# block 1

==> block_1/final_placement.png <==
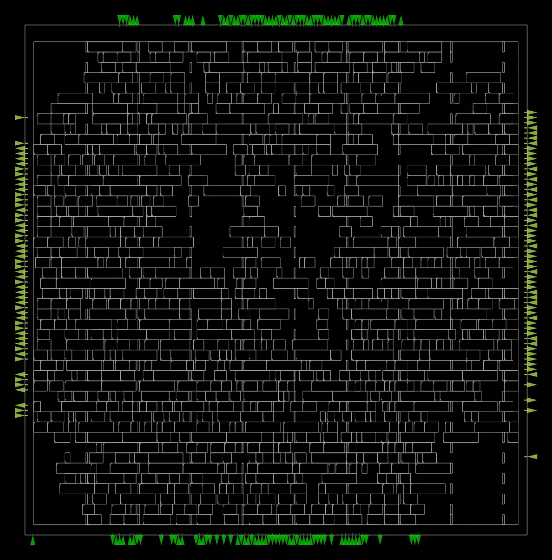

==> src/rtl/fetch_stage.sv <==
// Pipelined RV32I instruction fetch: PC register, synchronous imem addressing and IF/ID register.
// Optional saturating FetchCount/FlushCount performance counters when FETCH_PERF_EN is defined.
module fetch_stage #(
    parameter int                    ADDR_WIDTH = 32,
    parameter int                    DATA_WIDTH = 32,
    parameter logic [ADDR_WIDTH-1:0] RESET_PC   = {ADDR_WIDTH{1'b0}}
) (
    input  logic                  clk,
    input  logic                  rst,
    input  logic                  StallF,
    input  logic                  FlushD,
    input  logic [1:0]            PCSrcE,
    input  logic [ADDR_WIDTH-1:0] PCTargetE,
    input  logic [ADDR_WIDTH-1:0] ALUResultE,
    output logic [ADDR_WIDTH-1:0] imem_addr,
    input  logic [DATA_WIDTH-1:0] imem_rdata,
    output logic [DATA_WIDTH-1:0] InstrD,
    output logic [ADDR_WIDTH-1:0] PCD,
    output logic [ADDR_WIDTH-1:0] PCPlus4D,
    output logic                  ValidD
`ifdef FETCH_PERF_EN
    ,
    output logic [31:0]           FetchCount,
    output logic [31:0]           FlushCount
`endif
);

    typedef enum logic {BOOT = 1'b0, RUN = 1'b1} state_e;

    localparam logic [DATA_WIDTH-1:0] NOP_INSTR = DATA_WIDTH'(32'h0000_0013);
    localparam logic [ADDR_WIDTH-1:0] PC_INC    = ADDR_WIDTH'(32'd4);
    localparam logic [ADDR_WIDTH-1:0] ADDR_ZERO = {ADDR_WIDTH{1'b0}};

    state_e                  state_q, state_d;
    logic [ADDR_WIDTH-1:0]   pcf_q, pcf_d;
    logic [DATA_WIDTH-1:0]   instr_q, instr_d;
    logic [ADDR_WIDTH-1:0]   pcd_q, pcd_d;
    logic [ADDR_WIDTH-1:0]   pc4_q, pc4_d;
    logic                    valid_q, valid_d;
    logic                    redirect_s;
    logic [ADDR_WIDTH-1:0]   target_s;
    logic [ADDR_WIDTH-1:0]   pc_plus4_s;
    logic [ADDR_WIDTH-1:0]   next_pc_s;

    // Redirect decode; code 11 is deliberately treated like sequential fetch
    always_comb begin
        redirect_s = 1'b0;
        target_s   = PCTargetE;
        case (PCSrcE)
            2'b01: begin
                redirect_s = 1'b1;
                target_s   = PCTargetE;
            end
            2'b10: begin
                redirect_s = 1'b1;
                target_s   = {ALUResultE[ADDR_WIDTH-1:1], 1'b0};
            end
            default: begin
                redirect_s = 1'b0;
                target_s   = PCTargetE;
            end
        endcase
    end

    // Next-state logic for the boot FSM, PC and IF/ID register
    always_comb begin
        state_d    = state_q;
        next_pc_s  = RESET_PC;
        instr_d    = instr_q;
        pcd_d      = pcd_q;
        pc4_d      = pc4_q;
        valid_d    = valid_q;
        pc_plus4_s = pcf_q + PC_INC;
        case (state_q)
            RUN: begin
                state_d = RUN;
                if (redirect_s) begin
                    next_pc_s = target_s;
                end else if (StallF) begin
                    next_pc_s = pcf_q;
                end else begin
                    next_pc_s = pc_plus4_s;
                end
                if (FlushD) begin
                    instr_d = NOP_INSTR;
                    pcd_d   = ADDR_ZERO;
                    pc4_d   = ADDR_ZERO;
                    valid_d = 1'b0;
                end else if (StallF) begin
                    instr_d = instr_q;
                    pcd_d   = pcd_q;
                    pc4_d   = pc4_q;
                    valid_d = valid_q;
                end else begin
                    instr_d = imem_rdata;
                    pcd_d   = pcf_q;
                    pc4_d   = pc_plus4_s;
                    valid_d = 1'b1;
                end
            end
            default: begin
                state_d   = RUN;
                next_pc_s = RESET_PC;
                instr_d   = NOP_INSTR;
                pcd_d     = ADDR_ZERO;
                pc4_d     = ADDR_ZERO;
                valid_d   = 1'b0;
            end
        endcase
        pcf_d = next_pc_s;
    end

    // The memory is addressed with the PC that will be current next cycle
    assign imem_addr = next_pc_s;

    // State, PC and IF/ID registers
    always_ff @(posedge clk or negedge rst) begin
        if (!rst) begin
            state_q <= BOOT;
            pcf_q   <= RESET_PC;
            instr_q <= NOP_INSTR;
            pcd_q   <= ADDR_ZERO;
            pc4_q   <= ADDR_ZERO;
            valid_q <= 1'b0;
        end else begin
            state_q <= state_d;
            pcf_q   <= pcf_d;
            instr_q <= instr_d;
            pcd_q   <= pcd_d;
            pc4_q   <= pc4_d;
            valid_q <= valid_d;
        end
    end

    assign InstrD   = instr_q;
    assign PCD      = pcd_q;
    assign PCPlus4D = pc4_q;
    assign ValidD   = valid_q;

`ifdef FETCH_PERF_EN
    logic [31:0] fetch_cnt_q, fetch_cnt_d;
    logic [31:0] flush_cnt_q, flush_cnt_d;

    // Saturating event counters
    always_comb begin
        fetch_cnt_d = fetch_cnt_q;
        flush_cnt_d = flush_cnt_q;
        if ((state_q == RUN) && !FlushD && !StallF && (fetch_cnt_q != 32'hFFFF_FFFF)) begin
            fetch_cnt_d = fetch_cnt_q + 32'd1;
        end else begin
            fetch_cnt_d = fetch_cnt_q;
        end
        if ((state_q == RUN) && FlushD && (flush_cnt_q != 32'hFFFF_FFFF)) begin
            flush_cnt_d = flush_cnt_q + 32'd1;
        end else begin
            flush_cnt_d = flush_cnt_q;
        end
    end

    // Counter registers
    always_ff @(posedge clk or negedge rst) begin
        if (!rst) begin
            fetch_cnt_q <= 32'd0;
            flush_cnt_q <= 32'd0;
        end else begin
            fetch_cnt_q <= fetch_cnt_d;
            flush_cnt_q <= flush_cnt_d;
        end
    end

    assign FetchCount = fetch_cnt_q;
    assign FlushCount = flush_cnt_q;
`endif

endmodule
==> config.mk <==
export PLATFORM = sky130hd
export DESIGN_NAME = fetch_stage
export DESIGN_NICKNAME = d
export VERILOG_FILES = /design/src/rtl/fetch_stage.sv
export SDC_FILE = /design/constraint.sdc
export NUM_CORES = 1
export LEC_CHECK = 0
export CORE_AREA = 2 2 131 133
export CTS_BUF_LIST = sky130_fd_sc_hd__clkbuf_8
export DETAILED_ROUTE_END_ITERATION = 7
export DIE_AREA = 0 0 133 135
export PLACE_DENSITY = 0.71
export REMOVE_ABC_BUFFERS = 1
export SLEW_MARGIN = 30
export SYNTH_ARGS = -nofsm -noshare
export SYNTH_HDL_FRONTEND = slang
export SYNTH_SLANG_ARGS = --single-unit
==> constraint.sdc <==
create_clock -name clk -period 2.9 [get_ports clk]
set_input_delay 0.58 -clock clk [delete_from_list [all_inputs] [get_ports clk]]
set_output_delay 0.58 -clock clk [all_outputs]
set_load 0.005 [all_outputs]
# block 2

--- config.mk ---
export PLATFORM = sky130hd
export DESIGN_NAME = regfile_read_arbiter
export DESIGN_NICKNAME = d
export VERILOG_FILES = /design/src/rtl/regfile_read_arbiter.sv
export SDC_FILE = /design/constraint.sdc
export NUM_CORES = 1
export LEC_CHECK = 0
export CELL_PAD_IN_SITES_DETAIL_PLACEMENT = 0
export CELL_PAD_IN_SITES_GLOBAL_PLACEMENT = 2
export CORE_MARGIN = 2
export CORE_UTILIZATION = 24
export CTS_BUF_LIST = sky130_fd_sc_hd__clkbuf_4 sky130_fd_sc_hd__clkbuf_8 sky130_fd_sc_hd__clkbuf_16
export CTS_CLUSTER_SIZE = 14
export DETAILED_ROUTE_END_ITERATION = 10
export MAX_ROUTING_LAYER = met4
export PLACE_DENSITY = 0.86
export SYNTH_ARGS = -nofsm -noshare
export SYNTH_HDL_FRONTEND = slang
export SYNTH_SLANG_ARGS = --single-unit
--- constraint.sdc ---
create_clock -name clk -period 4.2 [get_ports clk]
set_clock_uncertainty 0.15 [all_clocks]
set_input_delay 0.63 -clock clk [delete_from_list [all_inputs] [get_ports clk]]
set_output_delay 0.63 -clock clk [all_outputs]
set_load 0.01 [all_outputs]
--- src/rtl/regfile_read_arbiter.sv ---
// Round-robin arbiter that shares the register-file read mux between NREQ requesters.
// Latency: req sampled in cycle t -> ack/rdata in cycle t+2. Backpressure: hold stalls new grants only.
// Optional RF_ZERO_REG_EN: a read of register 0 returns zero instead of the mux output.
module regfile_read_arbiter #(
    parameter int NREQ = 4,
    parameter int AW   = 5,
    parameter int DW   = 32,
    parameter int IDW  = 2
) (
    input  logic               clk,
    input  logic               reset,
    input  logic [NREQ-1:0]    req,
    input  logic [NREQ*AW-1:0] addr,
    input  logic               hold,
    output logic [AW-1:0]      sel,
    input  logic [DW-1:0]      mux_data,
    output logic [NREQ-1:0]    ack,
    output logic [DW-1:0]      rdata,
    output logic [IDW-1:0]     ack_id,
    output logic               busy
);

    logic [IDW-1:0]  ptr;
    logic [IDW-1:0]  s1_id;
    logic            s1_vld;
    logic [NREQ-1:0] mask;
    logic [NREQ-1:0] elig;
    logic            win_vld;
    logic [IDW-1:0]  win_id;
    logic [IDW-1:0]  cand;
    logic [IDW-1:0]  ptr_nxt;
    logic [AW-1:0]   win_addr;
    logic [DW-1:0]   cap_data;
    logic            grant;
    int              idx;

    // A requester is masked while its data is in flight or being acked.
    always_comb begin
        mask    = ack | (s1_vld ? (NREQ'(1) << s1_id) : '0);
        elig    = req & ~mask;
        win_vld = 1'b0;
        win_id  = '0;
        idx     = 0;
        cand    = '0;
        for (int k = 0; k < NREQ; k++) begin
            idx = int'(ptr) + k;
            if (idx >= NREQ) idx = idx - NREQ;
            cand = IDW'(idx);
            if (!win_vld && elig[cand]) begin
                win_vld = 1'b1;
                win_id  = cand;
            end
        end
        win_addr = addr[int'(win_id)*AW +: AW];
        ptr_nxt  = (int'(win_id) == NREQ-1) ? '0 : win_id + IDW'(1);
    end

    assign grant = win_vld && !hold;

`ifdef RF_ZERO_REG_EN
    assign cap_data = (sel == '0) ? '0 : mux_data;
`else
    assign cap_data = mux_data;
`endif

    always_ff @(posedge clk) begin
        if (reset) begin
            sel    <= '0;
            ack    <= '0;
            rdata  <= '0;
            ack_id <= '0;
            ptr    <= '0;
            s1_id  <= '0;
            s1_vld <= 1'b0;
        end else begin
            ack    <= s1_vld ? (NREQ'(1) << s1_id) : '0;
            if (s1_vld) begin
                rdata  <= cap_data;
                ack_id <= s1_id;
            end
            s1_vld <= grant;
            if (grant) begin
                sel   <= win_addr;
                s1_id <= win_id;
                ptr   <= ptr_nxt;
            end
        end
    end

    assign busy = s1_vld;

endmodule
# block 3

## config.mk

```make
export PLATFORM = sky130hd
export DESIGN_NAME = gray_encoder_tracker
export DESIGN_NICKNAME = d
export VERILOG_FILES = /design/src/rtl/gray_encoder_tracker_pkg.sv /design/src/rtl/gray_encoder_tracker_gray2bin4.sv /design/src/rtl/gray_encoder_tracker.sv
export SDC_FILE = /design/constraint.sdc
export NUM_CORES = 1
export LEC_CHECK = 0
export CAP_MARGIN = 20
export CORE_MARGIN = 4
export CORE_UTILIZATION = 65
export CTS_BUF_LIST = sky130_fd_sc_hd__clkbuf_4
export DETAILED_ROUTE_END_ITERATION = 8
export DONT_BUFFER_PORTS = 1
export HOLD_SLACK_MARGIN = 0.15
export PLACE_DENSITY = 0.81
export SYNTH_ARGS = -nofsm -noshare
export SYNTH_HDL_FRONTEND = slang
export SYNTH_SLANG_ARGS = --single-unit
```

## constraint.sdc

```tcl
create_clock -name clock -period 5 [get_ports clock]
set_input_delay 0.75 -clock clock [delete_from_list [all_inputs] [get_ports clock]]
set_output_delay 0.75 -clock clock [all_outputs]
set_load 0.005 [all_outputs]
```

## src/rtl/gray_encoder_tracker_pkg.sv

```systemverilog
// Shared state encoding and step-delta constants for the Gray encoder tracker.
package gray_encoder_tracker_pkg;

    typedef enum logic [1:0] {
        ST_INIT  = 2'd0,
        ST_TRACK = 2'd1,
        ST_FAULT = 2'd2
    } state_t;

    localparam logic [3:0] DELTA_UP = 4'd1;
    localparam logic [3:0] DELTA_DN = 4'd15;

endpackage

```

## src/rtl/gray_encoder_tracker_gray2bin4.sv

```systemverilog
// Combinational 4-bit Gray-to-binary converter.
module gray2bin4 (
    input  logic [3:0] gray,
    output logic [3:0] bin
);

    assign bin[3] = gray[3];
    assign bin[2] = bin[3] ^ gray[2];
    assign bin[1] = bin[2] ^ gray[1];
    assign bin[0] = bin[1] ^ gray[0];

endmodule

```

## src/rtl/gray_encoder_tracker.sv

```systemverilog
// Gray encoder position tracker: synchronizer, debounce, Gray decode and step/fault FSM.
//
// state    | meaning
// ST_INIT  | waiting for the first accepted code to use as the reference
// ST_TRACK | counting +1/-1 steps against the previously accepted code
// ST_FAULT | illegal jump seen; position frozen until clear
module gray_encoder_tracker
    import gray_encoder_tracker_pkg::*;
#(
    parameter int POS_WIDTH = 8,
    parameter int DEBOUNCE  = 2
) (
    input  logic                 clock,
    input  logic                 reset_b,
    input  logic                 enable,
    input  logic                 clear,
    input  logic [3:0]           gray_in,
    output logic [POS_WIDTH-1:0] position,
    output logic                 step_up,
    output logic                 step_down,
    output logic                 dir,
    output logic                 error,
    output logic                 valid
);

    localparam logic [3:0]           DB_MAX  = 4'(DEBOUNCE);
    localparam logic [3:0]           DB_LAST = 4'(DEBOUNCE - 1);
    localparam logic [POS_WIDTH-1:0] POS_ONE = POS_WIDTH'(1);

    logic [3:0] sync1, sync2, cand, cnt;
    logic [3:0] bin, prev, delta;
    logic       accept;
    state_t     state;

    gray2bin4 u_gray2bin4 (
        .gray (cand),
        .bin  (bin)
    );

    // cnt saturates at DEBOUNCE so accept can only fire once per stable code
    assign accept = (sync2 == cand) && (cnt == DB_LAST);
    assign delta  = bin - prev;

    always_ff @(posedge clock or negedge reset_b) begin
        if (!reset_b) begin
            sync1 <= 4'd0;
            sync2 <= 4'd0;
            cand  <= 4'd0;
            cnt   <= 4'd0;
        end else begin
            sync1 <= gray_in;
            sync2 <= sync1;
            if (sync2 != cand) begin
                cand <= sync2;
                cnt  <= 4'd0;
            end else if (cnt < DB_MAX) begin
                cnt <= cnt + 4'd1;
            end
        end
    end

    always_ff @(posedge clock or negedge reset_b) begin
        if (!reset_b) begin
            state     <= ST_INIT;
            prev      <= 4'd0;
            position  <= '0;
            step_up   <= 1'b0;
            step_down <= 1'b0;
            dir       <= 1'b0;
            error     <= 1'b0;
            valid     <= 1'b0;
        end else begin
            step_up   <= 1'b0;
            step_down <= 1'b0;
            if (clear) begin
                position <= '0;
                error    <= 1'b0;
                state    <= ST_INIT;
                valid    <= 1'b0;
            end else if (enable && accept) begin
                prev <= bin;
                case (state)
                    ST_INIT: begin
                        state <= ST_TRACK;
                        valid <= 1'b1;
                    end
                    ST_TRACK: begin
                        if (delta == DELTA_UP) begin
                            position <= position + POS_ONE;
                            step_up  <= 1'b1;
                            dir      <= 1'b1;
                        end else if (delta == DELTA_DN) begin
                            position  <= position - POS_ONE;
                            step_down <= 1'b1;
                            dir       <= 1'b0;
                        end else if (delta != 4'd0) begin
                            error <= 1'b1;
                            state <= ST_FAULT;
                            valid <= 1'b0;
                        end
                    end
                    ST_FAULT: begin
                        valid <= 1'b0;
                    end
                    default: begin
                        state <= ST_INIT;
                        valid <= 1'b0;
                    end
                endcase
            end
        end
    end

endmodule

```

# block 4

===== src/rtl/intr_responder.sv =====
// -----------------------------------------------------------------------------
// intr_responder
//
// CPU-side end of the interrupt request/acknowledge handshake. It samples the
// controller's request and vector, waits for an instruction boundary, saves the
// return PC, then flushes and redirects fetch to the vector slot while pulsing
// the acknowledge. Further interrupts stay masked until the ISR retires a reti,
// which redirects fetch back to the saved PC.
//
// Build option:
//   INTR_TAIL_CHAIN_EN  - when defined, a reti that retires while a valid
//                         interrupt is pending chains straight into the next
//                         ISR without returning first.
//
// Parameters:
//   ADDR_W       PC / address width
//   VECTOR_BASE  address of the vector 0 slot
//   VEC_SHIFT    log2 bytes per vector slot
//
// Ports:
//   I_clk          clock, all state on the rising edge
//   I_rst          synchronous reset, active low
//   I_intr         interrupt request level from the controller
//   I_intr_vector  vector number, valid while I_intr is high
//   I_safe         pipeline sits at an instruction boundary
//   I_pc           PC of the next instruction, valid while I_safe is high
//   I_reti         reti instruction retiring this cycle
//   I_ie_set       software global interrupt enable set
//   I_ie_clr       software global interrupt enable clear
//   O_intr_ack     one-cycle acknowledge to the controller
//   O_flush        one-cycle pipeline flush
//   O_redirect     one-cycle fetch redirect strobe
//   O_redirect_pc  redirect target, valid while O_redirect is high
//   O_epc          saved return PC
//   O_in_isr       high from entry through return inclusive
//   O_ie           global interrupt enable
// -----------------------------------------------------------------------------
module intr_responder #(
  parameter int          ADDR_W      = 32,
  parameter int unsigned VECTOR_BASE = 32'h10,
  parameter int          VEC_SHIFT   = 2
) (
  input  logic              I_clk,
  input  logic              I_rst,
  input  logic              I_intr,
  input  logic [1:0]        I_intr_vector,
  input  logic              I_safe,
  input  logic [ADDR_W-1:0] I_pc,
  input  logic              I_reti,
  input  logic              I_ie_set,
  input  logic              I_ie_clr,
  output logic              O_intr_ack,
  output logic              O_flush,
  output logic              O_redirect,
  output logic [ADDR_W-1:0] O_redirect_pc,
  output logic [ADDR_W-1:0] O_epc,
  output logic              O_in_isr,
  output logic              O_ie
);

  typedef enum logic [1:0] {
    IDLE   = 2'd0,
    ENTER  = 2'd1,
    ISR    = 2'd2,
    RETURN = 2'd3
  } state_e;

  state_e            state_q, state_d;
  logic              ie_q, ie_d;
  logic [ADDR_W-1:0] epc_q, epc_d;
  logic [ADDR_W-1:0] redirect_pc_q, redirect_pc_d;
  logic              ack_q, ack_d;
  logic              flush_q, flush_d;
  logic              redirect_q, redirect_d;
  logic              in_isr_q, in_isr_d;

  logic              vec_nonzero;
  logic [ADDR_W-1:0] vec_target;
  logic              chain_take;
  logic              chain_spur_ack;

  assign vec_nonzero = (I_intr_vector != 2'd0);
  // Vector slot address, wrapped to the address width.
  assign vec_target  = ADDR_W'(VECTOR_BASE) + (ADDR_W'(I_intr_vector) << VEC_SHIFT);

`ifdef INTR_TAIL_CHAIN_EN
  // A reti that meets a live request re-enters directly; a vector-0 request at
  // that moment is acknowledged as spurious alongside the normal return.
  assign chain_take     = I_intr & vec_nonzero;
  assign chain_spur_ack = I_intr & ~vec_nonzero;
`else
  assign chain_take     = 1'b0;
  assign chain_spur_ack = 1'b0;
`endif

  always_comb begin
    state_d       = state_q;
    ie_d          = ie_q;
    epc_d         = epc_q;
    redirect_pc_d = redirect_pc_q;
    ack_d         = 1'b0;
    flush_d       = 1'b0;
    redirect_d    = 1'b0;

    case (state_q)
      IDLE: begin
        if (I_ie_clr) begin
          ie_d = 1'b0;
        end else if (I_ie_set) begin
          ie_d = 1'b1;
        end
        // Enable is judged on its pre-edge value, so a take wins over a
        // simultaneous software clear.
        if (I_intr && ie_q && I_safe) begin
          ack_d = 1'b1;
          if (vec_nonzero) begin
            state_d       = ENTER;
            epc_d         = I_pc;
            redirect_pc_d = vec_target;
            flush_d       = 1'b1;
            redirect_d    = 1'b1;
            ie_d          = 1'b0;
          end
        end
      end

      ENTER: begin
        state_d = ISR;
      end

      ISR: begin
        if (I_reti) begin
          flush_d    = 1'b1;
          redirect_d = 1'b1;
          if (chain_take) begin
            state_d       = ENTER;
            redirect_pc_d = vec_target;
            ack_d         = 1'b1;
          end else begin
            state_d       = RETURN;
            redirect_pc_d = epc_q;
            ie_d          = 1'b1;
            ack_d         = chain_spur_ack;
          end
        end
      end

      RETURN: begin
        state_d = IDLE;
      end

      default: begin
        state_d = IDLE;
      end
    endcase

    in_isr_d = (state_d != IDLE);
  end

  always_ff @(posedge I_clk) begin
    if (!I_rst) begin
      state_q       <= IDLE;
      ie_q          <= 1'b1;
      epc_q         <= '0;
      redirect_pc_q <= '0;
      ack_q         <= 1'b0;
      flush_q       <= 1'b0;
      redirect_q    <= 1'b0;
      in_isr_q      <= 1'b0;
    end else begin
      state_q       <= state_d;
      ie_q          <= ie_d;
      epc_q         <= epc_d;
      redirect_pc_q <= redirect_pc_d;
      ack_q         <= ack_d;
      flush_q       <= flush_d;
      redirect_q    <= redirect_d;
      in_isr_q      <= in_isr_d;
    end
  end

  assign O_intr_ack    = ack_q;
  assign O_flush       = flush_q;
  assign O_redirect    = redirect_q;
  assign O_redirect_pc = redirect_pc_q;
  assign O_epc         = epc_q;
  assign O_in_isr      = in_isr_q;
  assign O_ie          = ie_q;

endmodule

===== config.mk =====
export PLATFORM = sky130hd
export DESIGN_NAME = intr_responder
export DESIGN_NICKNAME = d
export VERILOG_FILES = /design/src/rtl/intr_responder.sv
export SDC_FILE = /design/constraint.sdc
export NUM_CORES = 1
export LEC_CHECK = 0
export ABC_AREA = 1
export CORE_ASPECT_RATIO = 1.5
export CORE_MARGIN = 1.5
export CORE_UTILIZATION = 45
export CTS_CLUSTER_DIAMETER = 80
export DETAILED_ROUTE_END_ITERATION = 7
export GPL_ROUTABILITY_DRIVEN = 1
export PLACE_DENSITY = 0.8
export REMOVE_ABC_BUFFERS = 1
export SETUP_SLACK_MARGIN = 0.1
export SYNTH_ARGS = -nofsm -noshare
export SYNTH_HDL_FRONTEND = slang
export SYNTH_SLANG_ARGS = --single-unit

===== constraint.sdc =====
create_clock -name I_clk -period 2.2 [get_ports I_clk]
set_clock_uncertainty 0.2 [all_clocks]
set_input_delay 0.22 -clock I_clk [delete_from_list [all_inputs] [get_ports I_clk]]
set_output_delay 0.22 -clock I_clk [all_outputs]
set_load 0.01 [all_outputs]

# block 5

$ cat src/rtl/xadac_rr_arb.sv
// xadac_rr_arb: N-to-1 round-robin arbiter for one xadac request channel.
// Ports: clk, rstn, slv_* (N requesters), mst_* (selected channel + index).
module xadac_rr_arb #(
  parameter int unsigned NumReq     = 4,
  parameter type         DataT      = logic,
  parameter bit          LockPacket = 1'b1,
  parameter int unsigned IdxW       = (NumReq > 1) ? $clog2(NumReq) : 1
) (
  input  logic              clk,
  input  logic              rstn,
  input  DataT              slv_data [NumReq],
  input  logic [NumReq-1:0] slv_last,
  input  logic [NumReq-1:0] slv_valid,
  output logic [NumReq-1:0] slv_ready,
  output DataT              mst_data,
  output logic              mst_last,
  output logic              mst_valid,
  input  logic              mst_ready,
  output logic [IdxW-1:0]   mst_idx
);

  typedef enum logic {
    FREE = 1'b0,
    HELD = 1'b1
  } state_t;

  state_t          lock_q;
  logic [IdxW-1:0] rr_q;
  logic [IdxW-1:0] idx_q;

  logic [IdxW-1:0] w_free_sel;
  logic            w_found;
  logic [IdxW-1:0] w_sel;
  logic [IdxW-1:0] w_rr_nxt;
  logic            w_hs;
  logic            w_end;

  // Wrap at NumReq, which need not be a power of two.
  function automatic logic [IdxW-1:0] wrap_idx(
    input int unsigned base,
    input int unsigned off
  );
    int unsigned s;
    s = base + off;
    if (s >= NumReq) s = s - NumReq;
    return s[IdxW-1:0];
  endfunction

  // First valid requester starting at rr_q; rr_q itself if none.
  always_comb begin
    w_free_sel = rr_q;
    w_found    = 1'b0;
    for (int unsigned k = 0; k < NumReq; k++) begin
      if (!w_found && slv_valid[wrap_idx(32'(rr_q), k)]) begin
        w_found    = 1'b1;
        w_free_sel = wrap_idx(32'(rr_q), k);
      end
    end
  end

  assign w_sel     = (lock_q == HELD) ? idx_q : w_free_sel;

  assign mst_valid = slv_valid[w_sel];
  assign mst_data  = slv_data[w_sel];
  assign mst_last  = slv_last[w_sel];
  assign mst_idx   = w_sel;

  always_comb begin
    slv_ready = '0;
    for (int unsigned i = 0; i < NumReq; i++) begin
      slv_ready[i] = mst_ready && (w_sel == IdxW'(i));
    end
  end

  assign w_hs     = mst_valid && mst_ready;
  assign w_end    = w_hs && (LockPacket ? mst_last : 1'b1);
  assign w_rr_nxt = (w_sel == IdxW'(NumReq - 1)) ?
                    '0 : w_sel + IdxW'(1);

  // A stalled beat also takes the lock so the offer cannot change
  // until it is accepted.
  always_ff @(posedge clk or negedge rstn) begin
    if (!rstn) begin
      lock_q <= FREE;
      rr_q   <= '0;
      idx_q  <= '0;
    end else if (w_end) begin
      lock_q <= FREE;
      rr_q   <= w_rr_nxt;
    end else if (w_hs || (mst_valid && !mst_ready)) begin
      lock_q <= HELD;
      idx_q  <= w_sel;
    end
  end

endmodule

$ cat config.mk
export PLATFORM = sky130hd
export DESIGN_NAME = xadac_rr_arb
export DESIGN_NICKNAME = d
export VERILOG_FILES = /design/src/rtl/xadac_rr_arb.sv
export SDC_FILE = /design/constraint.sdc
export NUM_CORES = 1
export LEC_CHECK = 0
export CAP_MARGIN = 10
export CORE_MARGIN = 2
export CORE_UTILIZATION = 39
export CTS_CLUSTER_SIZE = 20
export DETAILED_ROUTE_END_ITERATION = 10
export PLACE_DENSITY = 0.74
export SLEW_MARGIN = 20
export SYNTH_ARGS = -nofsm -noshare
export SYNTH_HDL_FRONTEND = slang
export SYNTH_SLANG_ARGS = --single-unit
$ cat constraint.sdc
create_clock -name clk -period 2.35 [get_ports clk]
set_clock_uncertainty 0.1 [all_clocks]
set_input_delay 0.3525 -clock clk [delete_from_list [all_inputs] [get_ports clk]]
set_output_delay 0.3525 -clock clk [all_outputs]
set_load 0.03 [all_outputs]
==> block_5/final_placement.png <==
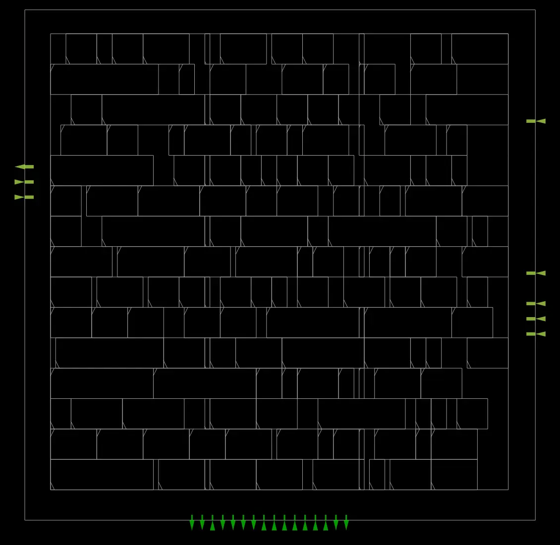
FF+latch count: 5
FP Rows: 15

==> metrics.yaml, block 5 <==
outcome:
  status: "complete, but fails checks"
  failed_checks: "negative setup slack"
placed_design:
  io_buffers: 23
  globalplace.congestion: 0.776
  place_ws_ns: -0.757
  dp_cells: 144
floorplan:
  dieArea_um2: 2080
  die_h_um: 45.7
global_routing:
  grt_pass1_vias: 872
  gr-total-overflow: 0
timing:
  setup_viol: 6
  fmax_mhz: 409
  fin_ws_ns: -0.0960
critical_path:
  rrSetupSlack_ns: -0.06
logic_synthesis:
  xor_share: 0
  synthMuxAreaShare: 0.107
  simple_gate_share: 0.279
  ys_seq_share: 0.185
layout:
  final_util: 0.842
clocking:
  clock-sinks: 5
  cts_setup_buffers: 6
power_and_ir_drop:
  max-vdd-ir-drop_uv: 1300
  power_frac_seq: 0.094
  power_uw: 2060
-- block 5: layer usage --
metal / routed length [µm] / vias to the layer above / GRT usage
met2: 1430 / 18 / 0.445
li1: - / 414 / -
met4: 46 / 0 / 0.124
met1: 1080 / 408 / 0.312
met5: 0 / - / 0
met3: 57 / 6 / 0.0317
-- block 5: area by class of cell --
type	instances	area, µm²	area share
Timing Repair Buffer	56	527	0.375
Tap cell	17	21.3	0.0151
Clock buffer	4	26.3	0.0187
Sequential cell	5	128	0.0907
Inverter	4	17.5	0.0125
Multi-Input combinational cell	71	687	0.488
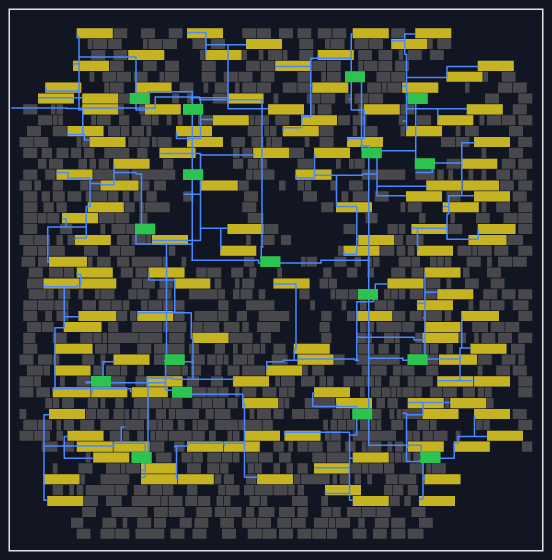
(block_1/clock_map.png)
(4 px per µm)
yellow -> flip-flops  # count 128
green -> cells driving clock nets  # count 17
blue -> clock wires  # length 1,740 µm
routed clock nets = 18
flops lie = spread over the die

About block_1/final_placement.png:
# Taps: 220
FF+latch count: 128
Fillers: 1,392
FP Rows: 47
core area: 16,400 µm²

==> metrics.yaml, block 1 <==
timing:
  fin_ws_ns: -0.00473
  setup_viol: 1
  timing_hold_violations_final: 0
layout:
  seq_share: 0.310
  comb_share: 0.316
  antenna_cells: 0
logic_synthesis:
  ys_cells: 639
  yosys.area.top_type: "dfrtp_1"
critical_path:
  worstPathRequired_ns: 2.32
  crit_cells: 9
  crit_fanout: 6
global_routing:
  gr-total-overflow: 0
  met2_usage: 0.365
outcome:
  failed_checks: "negative setup slack"
  status: "complete, but fails checks"
route:
  wl_met3_um: 1160
clocking:
  clk_pin_slew_ns: 0.07
power_and_ir_drop:
  p_leak_uw: 0.00460
  powerClk_uw: 1730
  power_frac_seq: 0.423
job:
  log.warning_count: 28
placed_design:
  io_buffers: 229
block 1: registers in the layout (all words and copies together), names as in the netlist:
register,count
state_q,1
PCPlus4D,30
ValidD,1
pcf_q,32
PCD,32
InstrD,32
block 1: timing repair:
action	in CTS	in global routing
hold buffers	0	0
setup buffers	15	14
setup endpoints to repair	32	24
pin swaps	25	32
gates resized	84	70
block 1: kinds of logic after synthesis:
group | after synthesis
multiplexers | 89
AND/OR/NAND/NOR | 187
flip-flops | 128
buffers and inverters | 62
AND-OR/OR-AND | 121
XOR/XNOR | 49
adder cells (fa/ha/maj) | 2
other | 1
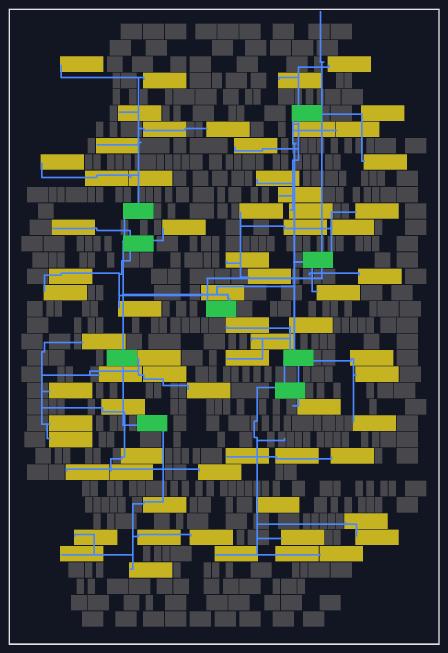
(block_4/clock_map.png)
(6 px per µm)
yellow -> flip-flops  # count 70
blue -> clock wires  # length 823 µm
green -> cells driving clock nets  # count 9
routed clock nets = 10

==> block_4/final_placement.png <==
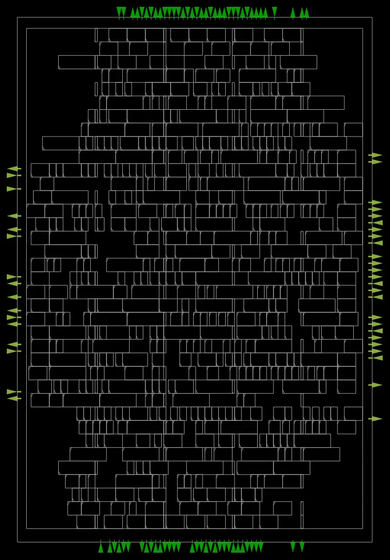
FP Rows: 37
# Taps: 78
Final Core Density: 0.653

==> metrics.yaml, block 4 <==
outcome:
  status: "completed"
layout:
  seq_share: 0.315
  logic_area_um2: 1350
  layout-drive-gt1-share: 0.0623
  buffer_area_frac: 0.262
  fin_cells: 640
logic_synthesis:
  synthArstFlopShare: 0
  yosys.area.top_type: "dfxtp_1"
  ys_cells: 455
  ys_seq_share: 0.444
  synth_top_flop_cell: "dfxtp_1"
floorplan:
  pin_count: 110
  initCoreUtil: 0.464
placed_design:
  dp_cells: 623
  placed_cell_area_um2: 4260
  place_ws_ns: 0.113
critical_path:
  crit_fanout: 19
  startpoint: "state_q[0]$_SDFF_PN0_"
  cp.arrival_ns: 1.92
clocking:
  clock_latency_ns: 0.33
  cts_hold_buf: 0
job:
  cap_violations: 0
route:
  routed_wl_um: 8510
## block 4: state kept, by name, summed over array words and instances, names as in the netlist
signal and flops:
O_redirect 1, O_in_isr 1, O_epc 32, O_ie 1, O_intr_ack 1, O_redirect_pc 32
state_q 2
## block 4: cells in the final DEF (no fill, tap or decap), types with 3 or more instances in the layout
cell type / n
a21oi_1: 3
buf_4: 10
clkbuf_8: 10
clkdlybuf4s50_1: 109
clkinv_2: 3
dfxtp_1: 70
inv_1: 68
nand2_1: 105
nand2_2: 3
nand4_1: 25
nor2_1: 107
o21bai_1: 32
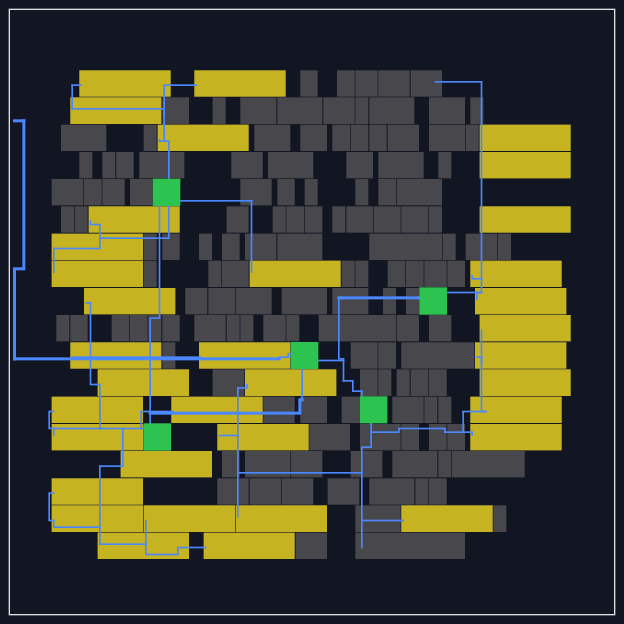
(block_3/clock_map.png)
(10 px per µm)
blue -> clock wires  # length 380 µm
yellow -> flip-flops  # count 35
green -> cells driving clock nets  # count 5
routed clock nets = 6

==> metrics.yaml, block 3 <==
layout:
  nClkBuffers: 5
  signal_buffers: 1
  largest_cell_class: "flip-flops and latches"
  logic_gates: 118
  final_util: 0.749
  seqCellArea_um2: 876
  seq_share: 0.459
  ff_count: 35
global_routing:
  grt_max_degree: 36
  met2_usage: 0.273
  grt_pass1_vias: 1160
  grt-busiest-layer: "met2"
power_and_ir_drop:
  max-vdd-ir-drop_uv: 352
  power_frac_seq: 0.512
route:
  wl_per_cell_um: 14.5
  routed_wl_um: 2940
logic_synthesis:
  syn_area_um2: 1780
  ys_area_um2: 1780
  postSynthAreaPerCell_um2: 10.6
outcome:
  status: "completed"
clocking:
  clk_pin_slew_ns: 0.12
  clock-sinks: 35
  cts_tree: "yes"
floorplan:
  die_w_um: 60.4
critical_path:
  rrSetupSlack_ns: 0.68
placed_design:
  placed_cell_area_um2: 1800
  globalplace.congestion: 0.888
## block 3: cell families after synthesis
logic type / share of synthesized area
and+or+nand+nor: 0.138
xor gates and xnor gates: 0.0736
adders and majority gates: 0.0996
DFF: 0.491
AOI/OAI and AO/OA: 0.130
buffers and inverters: 0.0337
muxes: 0.0344
## block 3: state kept, by name (all words and copies together), names as in the netlist
register,flops
position,8
cand,4
sync2,4
error,1
state,2
dir,1
sync1,4
prev,4
step_down,1
cnt,4
valid,1
step_up,1
## block 3: timing repair
item,in CTS,in global routing
buffers inserted,0,0
hold buffers,1,0
hold endpoints to repair,35,0
==> block_2/clock_map.png <==
(6 px per µm)
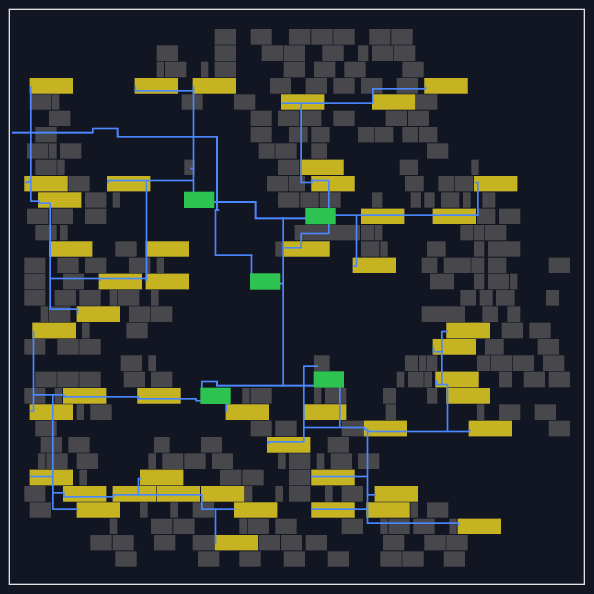
blue -> clock wires  # length 621 µm
yellow -> flip-flops  # count 48
green -> cells driving clock nets  # count 5
flops lie = spread over the die
routed clock nets = 6

==> metrics.yaml, block 2 <==
outcome:
  status: "completed"
logic_synthesis:
  yosys.area.top_type: "dfxtp_1"
  postSynthAreaPerCell_um2: 10.3
  simple_gate_share: 0.182
power_and_ir_drop:
  pwr-share-clk: 0.316
  power_uw: 1060
  powerSeq_uw: 507
route:
  drc_errors: 0
  ant_nets: 0
layout:
  final_util: 0.393
  syn_to_final_growth_pct: 59.7
critical_path:
  worstRegToRegCells: 5
hold_path:
  hold_path_class: "reg -> reg"
  min_to: "ack_id[1]$_SDFFE_PP0P_"
clocking:
  cts_hold_buf: 0
global_routing:
  grt_usage: 0.116
  met2_usage: 0.191
-- block 2: area by class of cell --
type | instances | area, µm² | share of cell area
timing repair buffer | 103 | 1020 | 0.318
multi-input combinational | 136 | 987 | 0.307
sequential | 48 | 962 | 0.299
tap | 105 | 131 | 0.0409
clock buffer | 6 | 76.3 | 0.0237
clock inverter | 2 | 35.0 | 0.0109
-- block 2: registers in the layout (all words and copies together), names as in the netlist --
register  cells
rdata        32
ack           4
busy          1
ptr           2
ack_id        2
sel           5
s1_id         2

==> screenshots <==
Power grid.
(a)
(6 px per µm) Pins as bars on the die edge.
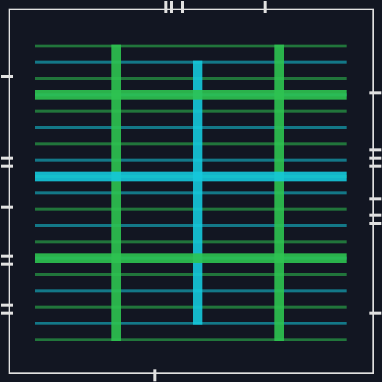
(b)
(8 px per µm) Pins as bars on the die edge.
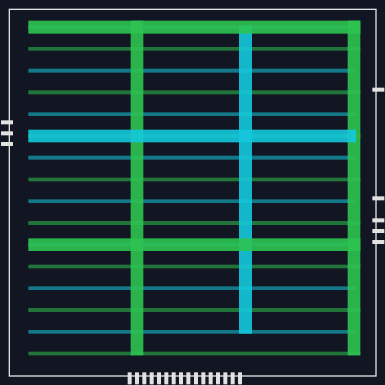
(c)
(4 px per µm) Pins as bars on the die edge.
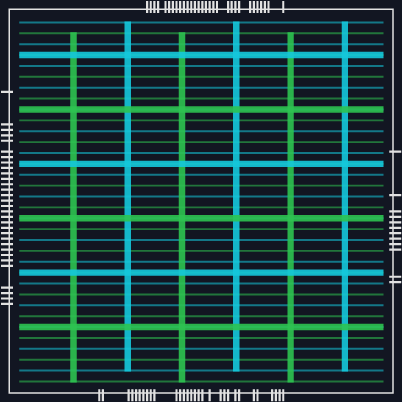
(d)
(4 px per µm) Pins as bars on the die edge.
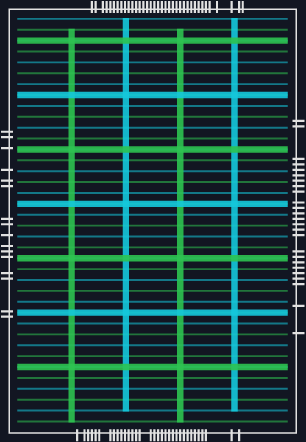
(e)
(3 px per µm) Pins as bars on the die edge.
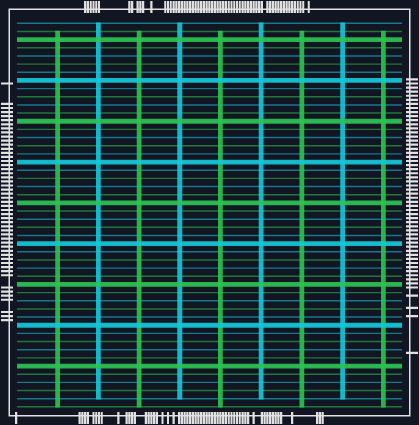
Of these, smallest die: (b)
(a) -> block 3
(b) -> block 5
(d) -> block 4
(e) -> block 1
(c) -> block 2


# block 6

==> block_6/pdn.png <==
(2 px per µm) Pins as bars on the die edge.
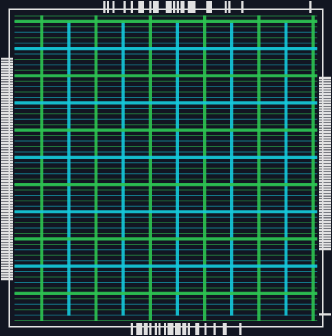
--- src/rtl/lsu_mem_ctrl.sv ---
// Load/store unit: one byte/half/word request at a time onto a word-wide data memory.
// Latency accept->resp: error 1, load 2, SW 2, SB/SH 3 cycles (read-modify-write).
// Backpressure: o_req_ready only in IDLE; the response is a single-cycle pulse with no stall.
module lsu_mem_ctrl #(
    parameter int MEM_WORDS = 1024
) (
    input  logic        i_clock,
    input  logic        i_reset,
    input  logic        i_req_valid,
    output logic        o_req_ready,
    input  logic        i_req_store,
    input  logic [2:0]  i_req_funct3,
    input  logic [31:0] i_req_addr,
    input  logic [31:0] i_req_wdata,
    output logic        o_resp_valid,
    output logic [31:0] o_resp_rdata,
    output logic        o_resp_err,
    output logic        o_mem_wEn,
    output logic [31:0] o_mem_address,
    output logic [31:0] o_mem_dataWrite,
    input  logic [31:0] i_mem_dataRead
);

    typedef enum logic [1:0] {
        ST_IDLE = 2'd0,
        ST_RD   = 2'd1,
        ST_WR   = 2'd2,
        ST_RESP = 2'd3
    } state_t;

    localparam logic [29:0] LP_WORDS = 30'(MEM_WORDS);

    state_t      r_state;
    state_t      w_next;
    logic        r_store;
    logic [2:0]  r_funct3;
    logic [31:0] r_addr;
    logic [31:0] r_wdata;
    logic        r_err;
    logic [31:0] r_rdword;

    logic        w_accept;
    logic        w_bad_f3;
    logic        w_misalign;
    logic        w_range;
    logic        w_err;
    logic [7:0]  w_byte;
    logic [15:0] w_half;
    logic [31:0] w_load;
    logic [31:0] w_merge;

    assign w_accept = i_req_valid && (r_state == ST_IDLE);

    // Request legality, judged on the live inputs in the accept cycle
    always_comb begin
        w_bad_f3   = 1'b0;
        w_misalign = 1'b0;
        if (i_req_store) begin
            w_bad_f3 = (i_req_funct3 != 3'b000) && (i_req_funct3 != 3'b001) &&
                       (i_req_funct3 != 3'b010);
        end else begin
            w_bad_f3 = (i_req_funct3 != 3'b000) && (i_req_funct3 != 3'b001) &&
                       (i_req_funct3 != 3'b010) && (i_req_funct3 != 3'b100) &&
                       (i_req_funct3 != 3'b101);
        end
        // funct3[1:0] encodes size for both loads and stores: 01 half, 10 word
        if (i_req_funct3[1:0] == 2'b01) begin
            w_misalign = i_req_addr[0];
        end else if (i_req_funct3[1:0] == 2'b10) begin
            w_misalign = |i_req_addr[1:0];
        end
        w_range = (i_req_addr[31:2] >= LP_WORDS);
        w_err   = w_bad_f3 || w_misalign || w_range;
    end

    // State register; reset drops any in-flight request, including a pending write
    always_ff @(posedge i_clock or posedge i_reset) begin
        if (i_reset) begin
            r_state <= ST_IDLE;
        end else begin
            r_state <= w_next;
        end
    end

    // Next-state decode
    always_comb begin
        w_next = r_state;
        case (r_state)
            ST_IDLE: begin
                if (w_accept) begin
                    if (w_err) begin
                        w_next = ST_RESP;
                    end else if (i_req_store && (i_req_funct3[1:0] == 2'b10)) begin
                        w_next = ST_WR;
                    end else begin
                        w_next = ST_RD;
                    end
                end
            end
            ST_RD:   w_next = r_store ? ST_WR : ST_RESP;
            ST_WR:   w_next = ST_RESP;
            ST_RESP: w_next = ST_IDLE;
            default: w_next = ST_IDLE;
        endcase
    end

    // Request latches, captured only on accept so later input changes are ignored
    always_ff @(posedge i_clock or posedge i_reset) begin
        if (i_reset) begin
            r_store  <= 1'b0;
            r_funct3 <= 3'b000;
            r_addr   <= 32'h0;
            r_wdata  <= 32'h0;
            r_err    <= 1'b0;
        end else if (w_accept) begin
            r_store  <= i_req_store;
            r_funct3 <= i_req_funct3;
            r_addr   <= i_req_addr;
            r_wdata  <= i_req_wdata;
            r_err    <= w_err;
        end
    end

    // Read word captured in RD; feeds load extraction and sub-word merge
    always_ff @(posedge i_clock or posedge i_reset) begin
        if (i_reset) begin
            r_rdword <= 32'h0;
        end else if (r_state == ST_RD) begin
            r_rdword <= i_mem_dataRead;
        end
    end

    // Load lane selection and sign/zero extension
    always_comb begin
        w_byte = r_rdword[7:0];
        case (r_addr[1:0])
            2'd0: w_byte = r_rdword[7:0];
            2'd1: w_byte = r_rdword[15:8];
            2'd2: w_byte = r_rdword[23:16];
            2'd3: w_byte = r_rdword[31:24];
            default: w_byte = r_rdword[7:0];
        endcase
        w_half = r_addr[1] ? r_rdword[31:16] : r_rdword[15:0];
        case (r_funct3)
            3'b000:  w_load = {{24{w_byte[7]}}, w_byte};
            3'b001:  w_load = {{16{w_half[15]}}, w_half};
            3'b010:  w_load = r_rdword;
            3'b100:  w_load = {24'h0, w_byte};
            3'b101:  w_load = {16'h0, w_half};
            default: w_load = 32'h0;
        endcase
    end

    // Store word: full word for SW, otherwise splice new lane into the read word
    always_comb begin
        w_merge = r_rdword;
        case (r_funct3[1:0])
            2'b00: begin
                case (r_addr[1:0])
                    2'd0: w_merge[7:0]   = r_wdata[7:0];
                    2'd1: w_merge[15:8]  = r_wdata[7:0];
                    2'd2: w_merge[23:16] = r_wdata[7:0];
                    2'd3: w_merge[31:24] = r_wdata[7:0];
                    default: w_merge = r_rdword;
                endcase
            end
            2'b01: begin
                if (r_addr[1]) begin
                    w_merge[31:16] = r_wdata[15:0];
                end else begin
                    w_merge[15:0] = r_wdata[15:0];
                end
            end
            default: w_merge = r_wdata;
        endcase
    end

    // Outputs decoded from state so reset clears them (and mem_wEn) immediately
    always_comb begin
        o_req_ready     = (r_state == ST_IDLE);
        o_resp_valid    = (r_state == ST_RESP);
        o_resp_err      = (r_state == ST_RESP) && r_err;
        o_resp_rdata    = 32'h0;
        o_mem_wEn       = (r_state == ST_WR);
        o_mem_address   = 32'h0;
        o_mem_dataWrite = 32'h0;
        if ((r_state == ST_RESP) && !r_err && !r_store) begin
            o_resp_rdata = w_load;
        end
        if ((r_state == ST_RD) || (r_state == ST_WR)) begin
            o_mem_address = {2'b00, r_addr[31:2]};
        end
        if (r_state == ST_WR) begin
            o_mem_dataWrite = w_merge;
        end
    end

endmodule

--- config.mk ---
export PLATFORM = sky130hd
export DESIGN_NAME = lsu_mem_ctrl
export DESIGN_NICKNAME = d
export VERILOG_FILES = /design/src/rtl/lsu_mem_ctrl.sv
export SDC_FILE = /design/constraint.sdc
export NUM_CORES = 1
export LEC_CHECK = 0
export ABC_CLOCK_PERIOD_IN_PS = 3400
export CAP_MARGIN = 30
export CORE_AREA = 2 2 154 156
export CTS_CLUSTER_DIAMETER = 150
export DETAILED_ROUTE_END_ITERATION = 16
export DIE_AREA = 0 0 156 158
export REMOVE_ABC_BUFFERS = 1
export SLEW_MARGIN = 20
export SYNTH_ARGS = -nofsm -noshare
export SYNTH_HDL_FRONTEND = slang
export SYNTH_SLANG_ARGS = --single-unit
--- constraint.sdc ---
create_clock -name i_clock -period 3.4 [get_ports i_clock]
set_input_delay 0.51 -clock i_clock [delete_from_list [all_inputs] [get_ports i_clock]]
set_output_delay 0.51 -clock i_clock [all_outputs]
set_load 0.02 [all_outputs]
==> metrics.yaml <==
floorplan:
  num_rows: 56
  die_w_um: 156
  dieArea_um2: 24600
route:
  drt-initial-drc-count: 331
critical_path:
  crit_fanout: 8
  crit_cells: 6
timing:
  fin_crit_ns: 3.32
  maxSlewHeadroom: 0.389
  holdWs_ns: 0.501
  drv_slew: 0
logic_synthesis:
  postSynthAreaPerCell_um2: 10.9
  simple_gate_share: 0.127
  fa_ha_area_frac: 0.00879
  netlist-cell-type-count: 44
  synthMuxAreaShare: 0.245
outcome:
  status: "completed"
power_and_ir_drop:
  powerSeq_uw: 2470
global_routing:
  antenna_found_initial: 1
layout:
  signal_buffers: 223
## Picture notes: block_6/pdn.png
green -> VSS
cyan -> VDD
met4 straps = 11
met1 rails = 57
met5 straps = 11

-- metal layers --
layer	routed length (µm)	track usage	vias to the layer above
li1	-	-	2272
met1	9030	0.220	2398
met2	9590	0.274	238
met3	2270	0.0676	8
met4	136	0.0328	0
met5	0	0	-
-- repair_timing --
item                                    CTS  global route
setup buffers                             3             0
resized                                   0             4
hold endpoints to repair                  0             0
endpoints found under the setup margin    3            12
pin swaps                                 1             0
-- state kept, by name (all words and copies together), names as in the netlist --
name      flops
r_addr       32
r_err         1
r_funct3      3
r_rdword     32
r_state       2
r_store       1
r_wdata      32


==> screenshots <==
Wiring by layer.
panel A
(2 px per µm) Only two layers are drawn.
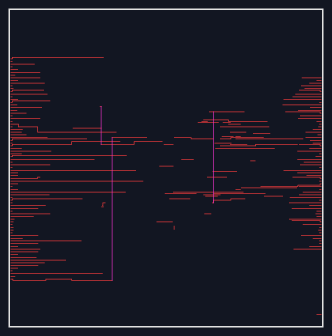
panel B
(4 px per µm) Only two layers are drawn.
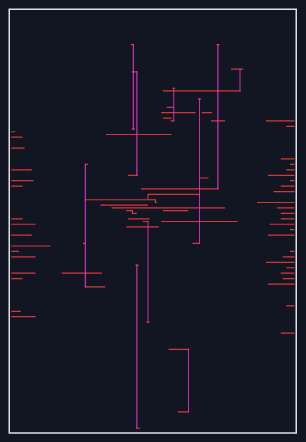
panel C
(4 px per µm) Only two layers are drawn.
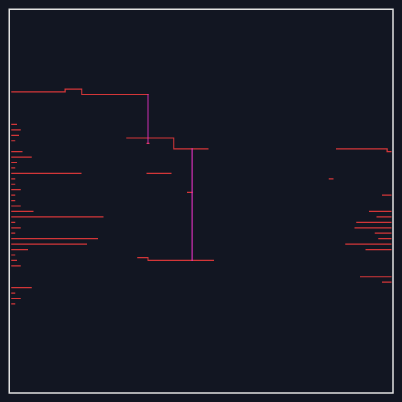
panel D
(3 px per µm) Only two layers are drawn.
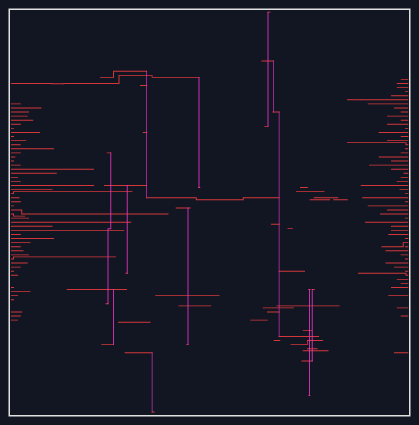
panel E
(6 px per µm) Only two layers are drawn.
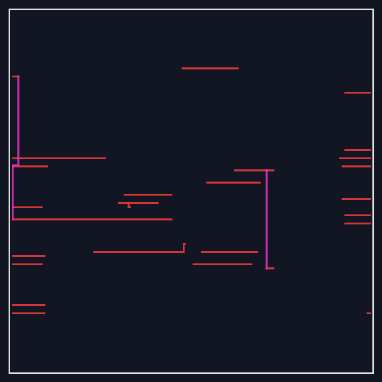
panel F
(8 px per µm) Only two layers are drawn.
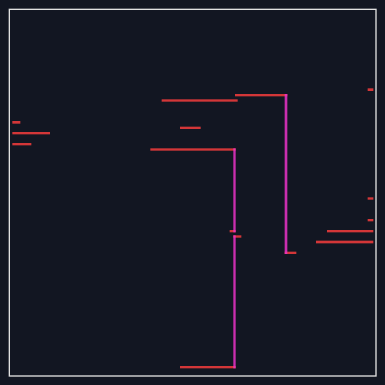
- block 6 = panel A
- block 5 = panel F
- block 2 = panel C
- block 1 = panel D
- block 4 = panel B
- block 3 = panel E
The one with the largest die is panel A.
The one with the smallest die is panel F.

Key to panel B:
magenta -> met4  # wire length 245 µm
red -> met3  # wire length 376 µm

Power is estimated from default activity; no workload was simulated.
